# design 1

Figure 1. Clock network drawn from the DEF (design 1).
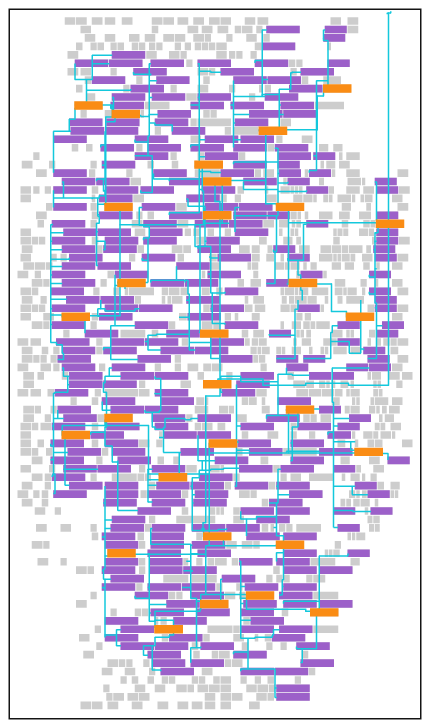

--- src/rtl/fft_result_scanner.sv ---
// fft_result_scanner: captures the four FFT result words into a shadow
// snapshot and scans the selected word onto an 8-digit multiplexed hex
// display. The displayed word changes either on a manual next_word edge or
// by timed auto-rotation. Display contents only ever change at a frame
// boundary, so the display never shows a torn word.
module fft_result_scanner #(
  parameter int REFRESH_DIV = 100000,
  parameter int WORD_HOLD   = 2000
) (
  input  logic        clock,
  input  logic        reset,
  input  logic        out_valid,
  input  logic [31:0] dout1_re,
  input  logic [31:0] dout1_im,
  input  logic [31:0] dout2_re,
  input  logic [31:0] dout2_im,
  input  logic        freeze,
  input  logic        next_word,
  input  logic        auto_rotate,
  output logic [2:0]  an,
  output logic [3:0]  d,
  output logic [6:0]  seg,
  output logic [1:0]  word_sel,
  output logic        snap_valid
);

  localparam int RW = $clog2(REFRESH_DIV);
  localparam int FW = (WORD_HOLD > 1) ? $clog2(WORD_HOLD) : 1;
  localparam logic [RW-1:0] REF_LAST   = RW'(REFRESH_DIV - 1);
  localparam logic [FW-1:0] FRAME_LAST = FW'(WORD_HOLD - 1);
  localparam logic [6:0]    GLYPH_ZERO = 7'b1000000;

  logic [31:0]   shadow [4];
  logic [31:0]   display [4];
  logic          shadow_new;
  logic [RW-1:0] refresh_cnt;
  logic [2:0]    digit;
  logic [FW-1:0] frame_cnt;
  logic          pending_adv;
  logic          next_word_q;

  logic          tick;
  logic          frame_end;
  logic          capture;
  logic          rise;
  logic          auto_evt;
  logic          advance;
  logic [31:0]   cur_word;
  logic [3:0]    nibble;

  // Hex digit to active-low segment pattern (g..a)
  function automatic logic [6:0] hex_to_seg(input logic [3:0] v);
    logic [6:0] s;
    case (v)
      4'h0: s = 7'b1000000;
      4'h1: s = 7'b1111001;
      4'h2: s = 7'b0100100;
      4'h3: s = 7'b0110000;
      4'h4: s = 7'b0011001;
      4'h5: s = 7'b0010010;
      4'h6: s = 7'b0000010;
      4'h7: s = 7'b1111000;
      4'h8: s = 7'b0000000;
      4'h9: s = 7'b0010000;
      4'hA: s = 7'b0001000;
      4'hB: s = 7'b0000011;
      4'hC: s = 7'b1000110;
      4'hD: s = 7'b0100001;
      4'hE: s = 7'b0000110;
      default: s = 7'b0001110;
    endcase
    return s;
  endfunction

  // Per-cycle control decode: refresh tick, frame boundary, capture and advance requests
  always_comb begin
    tick      = (refresh_cnt == REF_LAST);
    frame_end = tick && (digit == 3'd7);
    capture   = out_valid && !freeze;
    rise      = next_word && !next_word_q;
    auto_evt  = auto_rotate && (frame_cnt == FRAME_LAST);
    advance   = pending_adv || auto_evt;
    cur_word  = display[word_sel];
    nibble    = cur_word[{digit, 2'b00} +: 4];
  end

  // Shadow capture and frame-aligned transfer to the display words; the
  // transfer reads the old shadow so a same-cycle capture waits a frame
  always_ff @(posedge clock) begin
    if (reset) begin
      for (int i = 0; i < 4; i++) begin
        shadow[i]  <= '0;
        display[i] <= '0;
      end
      shadow_new <= 1'b0;
      snap_valid <= 1'b0;
    end else begin
      if (frame_end && shadow_new) begin
        for (int i = 0; i < 4; i++) display[i] <= shadow[i];
        snap_valid <= 1'b1;
      end
      if (capture) begin
        shadow[0]  <= dout1_re;
        shadow[1]  <= dout1_im;
        shadow[2]  <= dout2_re;
        shadow[3]  <= dout2_im;
        shadow_new <= 1'b1;
      end else if (frame_end) begin
        shadow_new <= 1'b0;
      end
    end
  end

  // Digit slot timing: refresh counter wraps every REFRESH_DIV clocks and steps the digit
  always_ff @(posedge clock) begin
    if (reset) begin
      refresh_cnt <= '0;
      digit       <= '0;
    end else if (tick) begin
      refresh_cnt <= '0;
      digit       <= digit + 3'd1;
    end else begin
      refresh_cnt <= refresh_cnt + RW'(1);
    end
  end

  // Word selection: manual edge requests and hold-timer rotation, applied only at frame end
  always_ff @(posedge clock) begin
    if (reset) begin
      word_sel    <= '0;
      frame_cnt   <= '0;
      pending_adv <= 1'b0;
      next_word_q <= 1'b0;
    end else begin
      next_word_q <= next_word;
      if (frame_end) begin
        if (advance) begin
          word_sel    <= word_sel + 2'd1;
          frame_cnt   <= '0;
          pending_adv <= rise;
        end else begin
          if (frame_cnt != FRAME_LAST) frame_cnt <= frame_cnt + FW'(1);
          if (rise) pending_adv <= 1'b1;
        end
      end else if (rise) begin
        pending_adv <= 1'b1;
      end
    end
  end

  // Registered display drive, one clock behind the digit and word registers
  always_ff @(posedge clock) begin
    if (reset) begin
      an  <= '0;
      d   <= '0;
      seg <= GLYPH_ZERO;
    end else begin
      an  <= digit;
      d   <= nibble;
      seg <= hex_to_seg(nibble);
    end
  end

endmodule

--- config.mk ---
export PLATFORM = sky130hd
export DESIGN_NAME = fft_result_scanner
export DESIGN_NICKNAME = d
export VERILOG_FILES = /design/src/rtl/fft_result_scanner.sv
export SDC_FILE = /design/constraint.sdc
export NUM_CORES = 1
export LEC_CHECK = 0
export CAP_MARGIN = 20
export CORE_ASPECT_RATIO = 1.75
export CORE_MARGIN = 2
export CORE_UTILIZATION = 45
export CTS_CLUSTER_DIAMETER = 40
export DETAILED_ROUTE_END_ITERATION = 12
export PLACE_DENSITY = 0.66
export SETUP_SLACK_MARGIN = 0.1
export SLEW_MARGIN = 20
export SYNTH_ARGS = -nofsm -noshare
export SYNTH_HDL_FRONTEND = slang
export SYNTH_SLANG_ARGS = --single-unit
--- constraint.sdc ---
create_clock -name clock -period 8.1 [get_ports clock]
set_clock_uncertainty 0.15 [all_clocks]
set_input_delay 1.215 -clock clock [delete_from_list [all_inputs] [get_ports clock]]
set_output_delay 1.215 -clock clock [all_outputs]
set_load 0.01 [all_outputs]
# design 2

==> src/rtl/particle_dispatch.sv <==
// particle_dispatch: frame sequencer that pulls NUM_PARTICLES words from the
// particle source into a 2-entry skid FIFO and hands them round-robin to
// NUM_LANES render lanes, pulsing frame_done once every lane has drained.
module particle_dispatch #(
    parameter int NUM_PARTICLES = 200,
    parameter int NUM_LANES     = 2,
    parameter int DATA_WIDTH    = 48
) (
    input  logic                  clk_in,
    input  logic                  rst_in,
    input  logic                  frame_start_in,
    input  logic [DATA_WIDTH-1:0] p_in,
    input  logic                  p_valid_in,
    output logic                  busy_out,
    output logic [DATA_WIDTH-1:0] lane_data_out,
    output logic [NUM_LANES-1:0]  lane_valid_out,
    input  logic [NUM_LANES-1:0]  lane_ready_in,
    input  logic [NUM_LANES-1:0]  lane_busy_in,
    output logic                  frame_active_out,
    output logic                  frame_done_out,
    output logic [15:0]           dispatch_count_out
);

    localparam int              PTR_W = (NUM_LANES > 1) ? $clog2(NUM_LANES) : 1;
    localparam logic [15:0]     NP    = 16'(NUM_PARTICLES);
    localparam logic [PTR_W:0]  NL    = (PTR_W + 1)'(NUM_LANES);

    typedef enum logic [1:0] {
        S_IDLE   = 2'd0,
        S_STREAM = 2'd1,
        S_DRAIN  = 2'd2,
        S_DONE   = 2'd3
    } state_t;

    // Lane index after idx, wrapping at NUM_LANES (always 0 for a single lane).
    function automatic logic [PTR_W-1:0] f_lane_next(input logic [PTR_W-1:0] idx);
        logic [PTR_W:0] v_inc;
        v_inc = {1'b0, idx} + {{PTR_W{1'b0}}, 1'b1};
        if (v_inc >= NL) begin
            f_lane_next = '0;
        end else begin
            f_lane_next = v_inc[PTR_W-1:0];
        end
    endfunction

    state_t                  r_state;
    state_t                  w_next_state;

    // Skid FIFO storage and control.
    logic [DATA_WIDTH-1:0]   r_mem [0:1];
    logic                    r_wr_ptr;
    logic                    r_rd_ptr;
    logic [1:0]              r_fifo_count;

    // Frame bookkeeping.
    logic                    r_inflight;
    logic [15:0]             r_req_count;
    logic [15:0]             r_dispatch_count;
    logic [PTR_W-1:0]        r_rr_ptr;

    logic                    w_fifo_empty;
    logic                    w_fifo_full;
    logic                    w_room;
    logic                    w_req;
    logic                    w_push;
    logic                    w_pop;
    logic                    w_frame_go;
    logic                    w_frame_active;
    logic                    w_frame_done;

    // Arbiter.
    logic [2*NUM_LANES-1:0]  w_ready_rot;
    logic                    w_grant_found;
    logic [PTR_W-1:0]        w_grant_off;
    logic [PTR_W:0]          w_grant_sum;
    logic [PTR_W-1:0]        w_grant;
    logic [NUM_LANES-1:0]    w_lane_valid;

    assign w_fifo_empty = (r_fifo_count == 2'd0);
    assign w_fifo_full  = (r_fifo_count == 2'd2);

    // One word may already be on its way from the source; only request
    // another if both the stored words and that in-flight word still fit.
    assign w_room = (r_fifo_count == 2'd0) ||
                    ((r_fifo_count == 2'd1) && !r_inflight);

    assign w_frame_go = (r_state == S_IDLE) && frame_start_in;

    // Words are accepted only while streaming; anything arriving in other
    // states (including late words after a reset) is dropped.
    assign w_push = (r_state == S_STREAM) && p_valid_in && (!w_fifo_full || w_pop);

    // Round-robin grant: rotate the ready vector so rr_ptr sits at bit 0,
    // take the lowest set bit, then map the offset back to a lane index.
    always_comb begin
        w_ready_rot   = {lane_ready_in, lane_ready_in} >> r_rr_ptr;
        w_grant_found = 1'b0;
        w_grant_off   = '0;
        for (int k = NUM_LANES - 1; k >= 0; k--) begin
            if (w_ready_rot[k]) begin
                w_grant_found = 1'b1;
                w_grant_off   = PTR_W'(k);
            end
        end
        w_grant_sum = {1'b0, r_rr_ptr} + {1'b0, w_grant_off};
        if (w_grant_sum >= NL) begin
            w_grant_sum = w_grant_sum - NL;
        end
        w_grant = w_grant_sum[PTR_W-1:0];
    end

    // A granted lane is by construction ready, so a grant is a transfer.
    assign w_pop        = !w_fifo_empty && w_grant_found;
    assign w_lane_valid = w_pop ? (NUM_LANES'(1) << w_grant) : '0;

    // Frame state register.
    always_ff @(posedge clk_in) begin
        if (rst_in) begin
            r_state <= S_IDLE;
        end else begin
            r_state <= w_next_state;
        end
    end

    // Next-state decode plus the per-state source request and frame flags.
    always_comb begin
        w_next_state   = r_state;
        w_req          = 1'b0;
        w_frame_active = 1'b0;
        w_frame_done   = 1'b0;
        unique case (r_state)
            S_IDLE: begin
                if (frame_start_in) begin
                    w_next_state = S_STREAM;
                end
            end
            S_STREAM: begin
                w_frame_active = 1'b1;
                w_req          = (r_req_count < NP) && w_room;
                if (r_dispatch_count == NP) begin
                    w_next_state = S_DRAIN;
                end
            end
            S_DRAIN: begin
                w_frame_active = 1'b1;
                if ((lane_busy_in == '0) && (w_lane_valid == '0)) begin
                    w_next_state = S_DONE;
                end
            end
            S_DONE: begin
                w_frame_done = 1'b1;
                w_next_state = S_IDLE;
            end
            default: begin
                w_next_state = S_IDLE;
            end
        endcase
    end

    // FIFO pointers and occupancy; a simultaneous push and pop leaves the
    // count unchanged. Reset flushes whatever the abandoned frame left.
    always_ff @(posedge clk_in) begin
        if (rst_in) begin
            r_wr_ptr     <= 1'b0;
            r_rd_ptr     <= 1'b0;
            r_fifo_count <= 2'd0;
        end else begin
            if (w_push) begin
                r_wr_ptr <= ~r_wr_ptr;
            end
            if (w_pop) begin
                r_rd_ptr <= ~r_rd_ptr;
            end
            case ({w_push, w_pop})
                2'b10:   r_fifo_count <= r_fifo_count + 2'd1;
                2'b01:   r_fifo_count <= r_fifo_count - 2'd1;
                default: r_fifo_count <= r_fifo_count;
            endcase
        end
    end

    // FIFO storage; data words carry no reset.
    always_ff @(posedge clk_in) begin
        if (w_push) begin
            r_mem[r_wr_ptr] <= p_in;
        end
    end

    // Request/dispatch counters and round-robin pointer; all cleared when a
    // new frame starts, otherwise the dispatch count holds through IDLE.
    always_ff @(posedge clk_in) begin
        if (rst_in) begin
            r_inflight       <= 1'b0;
            r_req_count      <= 16'd0;
            r_dispatch_count <= 16'd0;
            r_rr_ptr         <= '0;
        end else begin
            r_inflight <= w_req;
            if (w_frame_go) begin
                r_req_count      <= 16'd0;
                r_dispatch_count <= 16'd0;
                r_rr_ptr         <= '0;
            end else begin
                if (w_req) begin
                    r_req_count <= r_req_count + 16'd1;
                end
                if (w_pop) begin
                    r_dispatch_count <= r_dispatch_count + 16'd1;
                    r_rr_ptr         <= f_lane_next(w_grant);
                end
            end
        end
    end

    assign busy_out           = ~w_req;
    assign lane_data_out      = r_mem[r_rd_ptr];
    assign lane_valid_out     = w_lane_valid;
    assign frame_active_out   = w_frame_active;
    assign frame_done_out     = w_frame_done;
    assign dispatch_count_out = r_dispatch_count;

endmodule

==> config.mk <==
export PLATFORM = sky130hd
export DESIGN_NAME = particle_dispatch
export DESIGN_NICKNAME = d
export VERILOG_FILES = /design/src/rtl/particle_dispatch.sv
export SDC_FILE = /design/constraint.sdc
export NUM_CORES = 1
export LEC_CHECK = 0
export ABC_AREA = 1
export CORE_UTILIZATION = 54
export DETAILED_ROUTE_END_ITERATION = 8
export PLACE_DENSITY = 0.85
export SYNTH_ARGS = -nofsm -noshare
export SYNTH_HDL_FRONTEND = slang
export SYNTH_SLANG_ARGS = --single-unit
==> constraint.sdc <==
create_clock -name clk_in -period 5.71 [get_ports clk_in]
set_input_delay 1.142 -clock clk_in [delete_from_list [all_inputs] [get_ports clk_in]]
set_output_delay 1.142 -clock clk_in [all_outputs]
set_load 0.01 [all_outputs]
Figure 2. Clock nets (design 2).
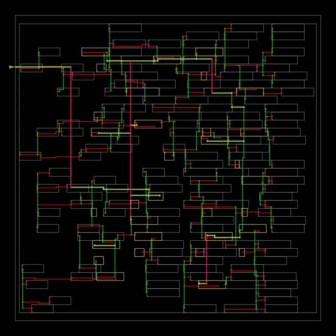
clock buf count: 17
clock skew: 7.99 ps
CTS buffer count: 17

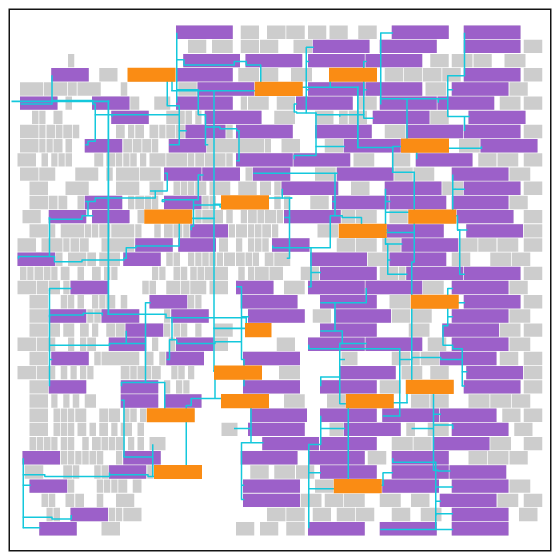
Figure 3: design 2, clock network drawn from the DEF.
- cyan: clock wires (length 1420 µm)
- purple: flip-flops (count 137)
- orange: clock-net drivers (count 17)
- routed clock nets: 18
- flops lie: spread over the die
Clock power frac: 0.315
Clk power: 0.977 mW

==> results.json, design 2 <==
{
  "setup_viol": 0,
  "peakVddDrop_v": 0.000283,
  "rows": 36,
  "timing.rr.end": "r_mem[1][5]$_DFFE_PP_",
  "fillers": 607,
  "finalPower_mw": 3.10,
  "grt_use_total": 0.225,
  "sh_comb_area": 0.216,
  "synth.avg_cell_area_um2": 12.2,
  "status": "completed",
  "stdcell_count": 740,
  "synth_top_flop_cell": "edfxtp_1",
  "vias": 3766,
  "ys_cells": 458,
  "critPathMaxFanout": 48,
  "fin_crit_sh": 0.648,
  "syn-cell-area_um2": 5570,
  "grt_antenna_before_repair": 0,
  "cp-endpoint": "lane_data_out[19]",
  "cts.path.max_buffers": 2,
  "critical_path_class": "flip-flop to output port",
  "clkTransAtPathRegs_ps": 60,
  "final_layout_size_suffix_gt1_frac": 0.168,
  "cts_resized": 0,
  "hold_path_depth": 2,
  "n_tap_cell": 133,
  "drt-initial-drc-count": 201,
  "logic_gates": 256,
  "met1_usage": 0.269,
  "core_um2": 9860,
  "dp_slack_ps": 2100,
  "synth_seq_share": 0.665,
  "r2r_slack_ps": 3090,
  "fp_util": 0.564,
  "simple_gate_area_frac": 0.132,
  "topCellsByArea": "edfxtp_1 52%, dfxtp_1 15%, mux2_2 9.7%",
  "wl_met2_um": 5690,
  "cts_hold_buf": 0,
  "critPathTopFamily": "flip-flops",
  "largestClassByArea": "sequential cells",
  "dr.pass1.iters": 5,
  "slew_headroom": 0.229,
  "cp_slowest_cell": "dfxtp_2",
  "top_cell_area_share": 0.518
}
-- design 2: worst min-delay path: stages, from the launching register on --
cell,delay [ps]
dfxtp_1,310
inv_1,40
nor2_1,30
-- design 2: power groups by stage --
stage | sequential (mW) | combinational, mW | clock (mW)
2_1_floorplan | 1.23 | 0.518 | 0
6_report | 1.27 | 0.851 | 0.977
3_3_place_gp | 1.29 | 0.824 | 0
4_1_cts | 1.28 | 0.857 | 0.996
3_5_place_dp | 1.29 | 0.847 | 0
5_1_grt | 1.29 | 0.918 | 1.04
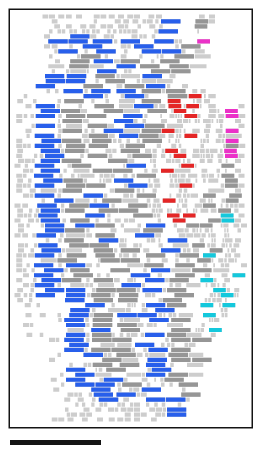
Figure 4: design 1, sequential cells grouped by signal name.
The bar under the picture is 50 µm long. Other sequential cells in the stronger gray, the rest of the logic in the fainter gray.
- magenta: seg (placed flops 7)
- blue: shadow (placed flops 128)
- cyan: frame_cnt (placed flops 11)
- red: refresh_cnt (placed flops 17)
- not colored: 146

About Figure 1:
- cyan: clock wires (length 3320 µm)
- orange: clock-net drivers (count 29)
- purple: flip-flops (count 309)
- flops lie: spread over the die
- routed clock nets: 30
Clock power frac: 0.402
Clk power: 1.34 mW

==> results.json, design 1 <==
{
  "status": "completed",
  "holdCritPathClass": "flip-flop to flip-flop",
  "path_cells": "clkdlybuf4s50_1, buf_4, inv_1, nand2_4, buf_4",
  "cp_slowest_cell": "buf_4",
  "tightest_slew_ps": 1020,
  "grt_max_degree": 129,
  "top_layer_used": "met4",
  "wl_met1_um": 8780,
  "p_per_area_nw_per_um2": 214,
  "topCellsByArea": "edfxtp_1 60%, and2_1 13%, dfxtp_1 8.2%",
  "tool_warnings": 35,
  "synth_seq_share": 0.678,
  "io_buffers": 150,
  "holdPathEnd": "snap_valid$_SDFFE_PP0P_",
  "final_cell_area_um2": 15600,
  "critical_path.startpoint_type": "input pin"
}
design 1: sequential cells by signal (all words and copies together) (netlist names), 2 cells and up, named ones only:
| register | flops |
|---|---|
| seg | 7 |
| shadow | 128 |
| word_sel | 2 |
| refresh_cnt | 17 |
| digit | 3 |
| d | 4 |
| an | 3 |
| display | 128 |
| frame_cnt | 11 |
design 1: power breakdown:
group	switching, mW	leakage [nW]	internal, mW
combinational	0.0744	2.11	0.0897
clock	0.580	0.457	0.761
sequential	0.0229	2.95	1.81

# design 3

### src/rtl/reg_writeback_if.sv
// MEM -> WB handshake and load-return bundle for reg_writeback.
// The master side (MEM stage / data memory) drives the instruction and
// load-return fields. The slave side (write-back stage) returns In_ready.
interface reg_writeback_if #(
   parameter int W  = 32,
   parameter int RA = 5
);
   logic          In_valid;
   logic          In_ready;
   logic          In_reg_write;
   logic [RA-1:0] In_dst;
   logic [1:0]    In_sel;
   logic [W-1:0]  In_alu;
   logic [W-1:0]  In_pc4;
   logic          Ld_valid;
   logic [W-1:0]  Ld_data;

   modport master (
      output In_valid, In_reg_write, In_dst, In_sel, In_alu, In_pc4,
      output Ld_valid, Ld_data,
      input  In_ready
   );

   modport slave (
      input  In_valid, In_reg_write, In_dst, In_sel, In_alu, In_pc4,
      input  Ld_valid, Ld_data,
      output In_ready
   );
endinterface

### src/rtl/reg_writeback.sv
// reg_writeback: MIPS write-back stage owning the register-file write port.
// Selects ALU / PC+4 results immediately, or waits in WAIT_LD for load data.
// Register-file outputs are registered; $0 writes are always suppressed.
// Optional feature macro: WB_BYPASS_EN adds Byp_valid/Byp_reg/Byp_data,
// combinational copies of the registered write port for decode forwarding.
module reg_writeback #(
   parameter int W  = 32,
   parameter int RA = 5
) (
   input  logic                  Clk,
   input  logic                  Reset_n,
   reg_writeback_if.slave        mem,
   input  logic                  Flush,
   output logic                  Reg_write,
   output logic [RA-1:0]         Write_reg,
   output logic [W-1:0]          Write_data,
   output logic                  Pend_valid,
   output logic [RA-1:0]         Pend_reg
`ifdef WB_BYPASS_EN
   ,
   output logic                  Byp_valid,
   output logic [RA-1:0]         Byp_reg,
   output logic [W-1:0]          Byp_data
`endif
);

   typedef enum logic [0:0] {
      IDLE    = 1'b0,
      WAIT_LD = 1'b1
   } state_t;

   state_t        state_q, state_d;
   logic [RA-1:0] dst_q, dst_d;            // destination of outstanding load
   logic          ld_we_q, ld_we_d;        // latched In_reg_write of that load
   logic          reg_write_q, reg_write_d;
   logic [RA-1:0] write_reg_q, write_reg_d;
   logic [W-1:0]  write_data_q, write_data_d;

   logic          in_ready_s;
   logic          accept_s;
   logic [W-1:0]  result_s;

   assign in_ready_s = (state_q == IDLE) && !Flush;
   assign accept_s   = mem.In_valid && in_ready_s;
   // 2'b11 is treated as an ALU result, so only 2'b10 picks PC+4.
   assign result_s   = (mem.In_sel == 2'b10) ? mem.In_pc4 : mem.In_alu;

   // Next-state and write-port decode; address/data only move on a real write.
   always_comb begin
      state_d      = state_q;
      dst_d        = dst_q;
      ld_we_d      = ld_we_q;
      reg_write_d  = 1'b0;
      write_reg_d  = write_reg_q;
      write_data_d = write_data_q;
      case (state_q)
         IDLE: begin
            if (accept_s) begin
               if (mem.In_sel == 2'b01) begin
                  state_d = WAIT_LD;
                  dst_d   = mem.In_dst;
                  ld_we_d = mem.In_reg_write;
               end else if (mem.In_reg_write && (mem.In_dst != {RA{1'b0}})) begin
                  reg_write_d  = 1'b1;
                  write_reg_d  = mem.In_dst;
                  write_data_d = result_s;
               end else begin
                  reg_write_d = 1'b0;
               end
            end else begin
               // Ld_valid while idle is ignored.
               state_d = IDLE;
            end
         end
         WAIT_LD: begin
            if (Flush) begin
               // Flush wins even over a coincident Ld_valid.
               state_d = IDLE;
            end else if (mem.Ld_valid) begin
               state_d = IDLE;
               if (ld_we_q && (dst_q != {RA{1'b0}})) begin
                  reg_write_d  = 1'b1;
                  write_reg_d  = dst_q;
                  write_data_d = mem.Ld_data;
               end else begin
                  reg_write_d = 1'b0;
               end
            end else begin
               state_d = WAIT_LD;
            end
         end
         default: begin
            state_d = IDLE;
         end
      endcase
   end

   // State and register-file write port registers.
   always_ff @(posedge Clk or negedge Reset_n) begin
      if (!Reset_n) begin
         state_q      <= IDLE;
         dst_q        <= {RA{1'b0}};
         ld_we_q      <= 1'b0;
         reg_write_q  <= 1'b0;
         write_reg_q  <= {RA{1'b0}};
         write_data_q <= {W{1'b0}};
      end else begin
         state_q      <= state_d;
         dst_q        <= dst_d;
         ld_we_q      <= ld_we_d;
         reg_write_q  <= reg_write_d;
         write_reg_q  <= write_reg_d;
         write_data_q <= write_data_d;
      end
   end

   assign mem.In_ready = in_ready_s;
   assign Reg_write    = reg_write_q;
   assign Write_reg    = write_reg_q;
   assign Write_data   = write_data_q;
   assign Pend_valid   = (state_q == WAIT_LD);
   assign Pend_reg     = dst_q;

`ifdef WB_BYPASS_EN
   // The register file reads asynchronously, so decode forwards the value
   // being written in this cycle.
   assign Byp_valid = reg_write_q;
   assign Byp_reg   = write_reg_q;
   assign Byp_data  = write_data_q;
`endif

endmodule
### src/flat_wrapper.sv
// flat-port wrapper written by rule: the top's interface ports become plain ports
module reg_writeback_flat 
#(
   parameter int W  = 32,
   parameter int RA = 5
)
  (Clk, Reset_n, Flush, Reg_write, Write_reg, Write_data, Pend_valid, Pend_reg, mem_In_valid, mem_In_reg_write, mem_In_dst, mem_In_sel, mem_In_alu, mem_In_pc4, mem_Ld_valid, mem_Ld_data, mem_In_ready);
  reg_writeback_if #(.W(W), .RA(RA)) mem_i ();
  input  logic Clk;
  input  logic Reset_n;
  input  logic Flush;
  output logic Reg_write;
  output logic [RA-1:0] Write_reg;
  output logic [W-1:0] Write_data;
  output logic Pend_valid;
  output logic [RA-1:0] Pend_reg;
  input wire logic [$bits(mem_i.In_valid)-1:0] mem_In_valid;
  input wire logic [$bits(mem_i.In_reg_write)-1:0] mem_In_reg_write;
  input wire logic [$bits(mem_i.In_dst)-1:0] mem_In_dst;
  input wire logic [$bits(mem_i.In_sel)-1:0] mem_In_sel;
  input wire logic [$bits(mem_i.In_alu)-1:0] mem_In_alu;
  input wire logic [$bits(mem_i.In_pc4)-1:0] mem_In_pc4;
  input wire logic [$bits(mem_i.Ld_valid)-1:0] mem_Ld_valid;
  input wire logic [$bits(mem_i.Ld_data)-1:0] mem_Ld_data;
  output wire logic [$bits(mem_i.In_ready)-1:0] mem_In_ready;
  assign mem_i.In_valid = mem_In_valid;
  assign mem_i.In_reg_write = mem_In_reg_write;
  assign mem_i.In_dst = mem_In_dst;
  assign mem_i.In_sel = mem_In_sel;
  assign mem_i.In_alu = mem_In_alu;
  assign mem_i.In_pc4 = mem_In_pc4;
  assign mem_i.Ld_valid = mem_Ld_valid;
  assign mem_i.Ld_data = mem_Ld_data;
  assign mem_In_ready = mem_i.In_ready;
  reg_writeback #(.W(W), .RA(RA)) u_core (.Clk(Clk), .Reset_n(Reset_n), .mem(mem_i), .Flush(Flush), .Reg_write(Reg_write), .Write_reg(Write_reg), .Write_data(Write_data), .Pend_valid(Pend_valid), .Pend_reg(Pend_reg));
endmodule
### config.mk
export PLATFORM = sky130hd
export DESIGN_NAME = reg_writeback_flat
export DESIGN_NICKNAME = d
export VERILOG_FILES = /design/src/rtl/reg_writeback_if.sv /design/src/rtl/reg_writeback.sv /design/src/flat_wrapper.sv
export SDC_FILE = /design/constraint.sdc
export NUM_CORES = 1
export LEC_CHECK = 0
export CORE_MARGIN = 3
export CORE_UTILIZATION = 40
export CTS_BUF_LIST = sky130_fd_sc_hd__clkbuf_16
export CTS_CLUSTER_DIAMETER = 200
export DETAILED_ROUTE_END_ITERATION = 7
export PLACE_DENSITY = 0.82
export SLEW_MARGIN = 20
export SYNTH_ARGS = -nofsm -noshare
export SYNTH_HDL_FRONTEND = slang
export SYNTH_SLANG_ARGS = --single-unit
### constraint.sdc
create_clock -name Clk -period 2.7 [get_ports Clk]
set_input_delay 0.54 -clock Clk [delete_from_list [all_inputs] [get_ports Clk]]
set_output_delay 0.54 -clock Clk [all_outputs]
set_load 0.005 [all_outputs]
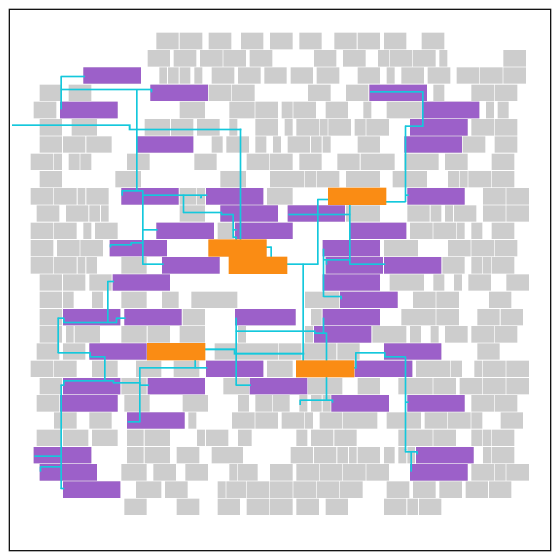
Figure 5: design 3, clock network drawn from the DEF.
- cyan: clock wires (length 484 µm)
- orange: clock-net drivers (count 5)
- purple: flip-flops (count 45)
- routed clock nets: 6
Clock power frac: 0.228
clk ins delay skew pair: 270 ps
Clk power: 0.546 mW
clock skew: 4.93 ps

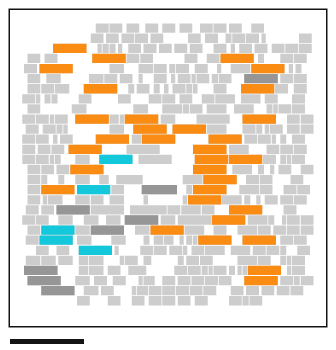
Figure 6: design 3, sequential cells grouped by signal name.
The bar under the picture is 20 µm long. Other sequential cells in the stronger gray, the rest of the logic in the fainter gray.
- orange: u_core.Write_data (placed flops 32)
- cyan: u_core.Write_reg (placed flops 5)
- not colored: 8

## final cells by class
cell class              count  area, µm²  share of cell area
inverters                   1       3.75            0.000882
repair buffers            159       1580               0.372
well taps                  75       93.8              0.0221
clock buffers               5        125              0.0294
clock inverters             2       7.51             0.00176
multi-input cells         156       1310               0.309
flip-flops and latches     45       1130               0.265
## metrics by stage
stage,total power [mW],cells,hold slack (ps),instance area (µm²)
after global placement,1.85,436,489,4120
after CTS,2.44,443,248,4250
after global routing,2.54,443,271,4250
after detailed placement,1.87,436,495,4120
final,2.40,443,237,4250
after floorplan,1.27,218,244,2500
==> results.json <==
{
  "r2r_slack_ps": 600,
  "status": "completed",
  "grt_pass1_wl_um": 11300,
  "slowest_delay_ps": 540,
  "maxPowerGroup": "sequential cells",
  "grt.overflow.total": 0,
  "ys_chip_area_um2": 2500,
  "cts_hold_buf": 0,
  "cp-endpoint": "u_core.Write_data[10]$_DFFE_PN0P_",
  "top_logic_kind": "multiplexers",
  "clkTransAtPathRegs_ps": 60,
  "crit_required_ps": 2860,
  "wl_per_cell_um": 15.5,
  "io_buffers": 153,
  "wl_met3_um": 634,
  "peakVddDrop_v": 0.000447,
  "vias": 2158,
  "first_global_vias": 2314,
  "netlist_instances": 218,
  "critical_path_class": "input pin to flip-flop",
  "async_reset_ff_frac": 1.00,
  "drt-initial-drc-count": 70,
  "p_switching_mw": 0.571,
  "largest_reg_flops": 32,
  "grt_use_total": 0.194,
  "drv_cap": 0,
  "cts_made_buffers": 5,
  "combPwrFrac": 0.372,
  "cp_slowest_cell": "or4_1",
  "layout_setup_ws_ps": 406,
  "areaGrowthSynthToFinish_pct": 69.8,
  "worst-path-buf-inv": 2,
  "arrival_ps": 2450,
  "hold_viol": 0,
  "fp_nets": 327,
  "antenna_left": 0,
  "setup_viol": 0,
  "cts_root_buf": "clkbuf_16",
  "critPathTopFamily": "simple AND/OR/NAND/NOR gates",
  "setup_tns_ps": 0,
  "dp_slack_ps": 110,
  "top_cell": "dfrtp_1",
  "slew_headroom": 0.658,
  "mux_share": 0.372,
  "p_sw_frac": 0.238
}


==> screenshots <==
Cell classes on the final placement.
shot_01.png
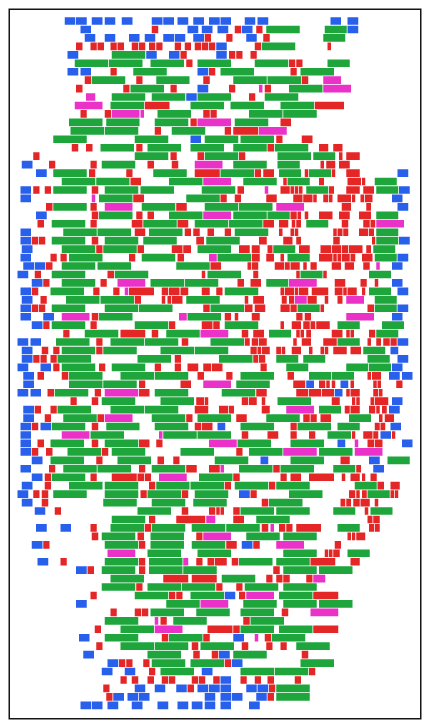
shot_02.png
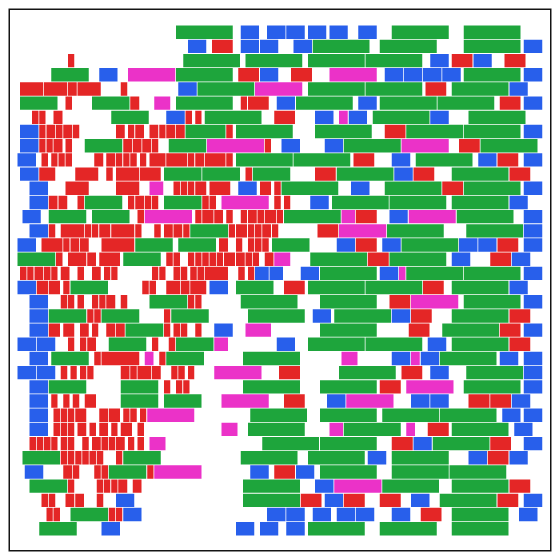
shot_03.png
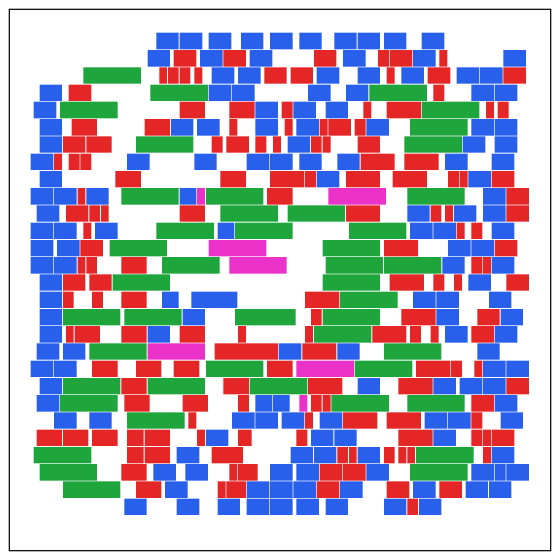
- design 1 = shot_01.png
- design 2 = shot_02.png
- design 3 = shot_03.png
The one with the fewest sequential cells is shot_03.png.

Key to shot_01.png:
- green: registers (cells 309)
- blue: remaining buffers and delay cells (cells 157)
- magenta: clock drivers and dummy loads (cells 53)
- red: remaining logic cells (cells 550)

Power figures rest on the tool's default switching activity, not on a simulated workload.
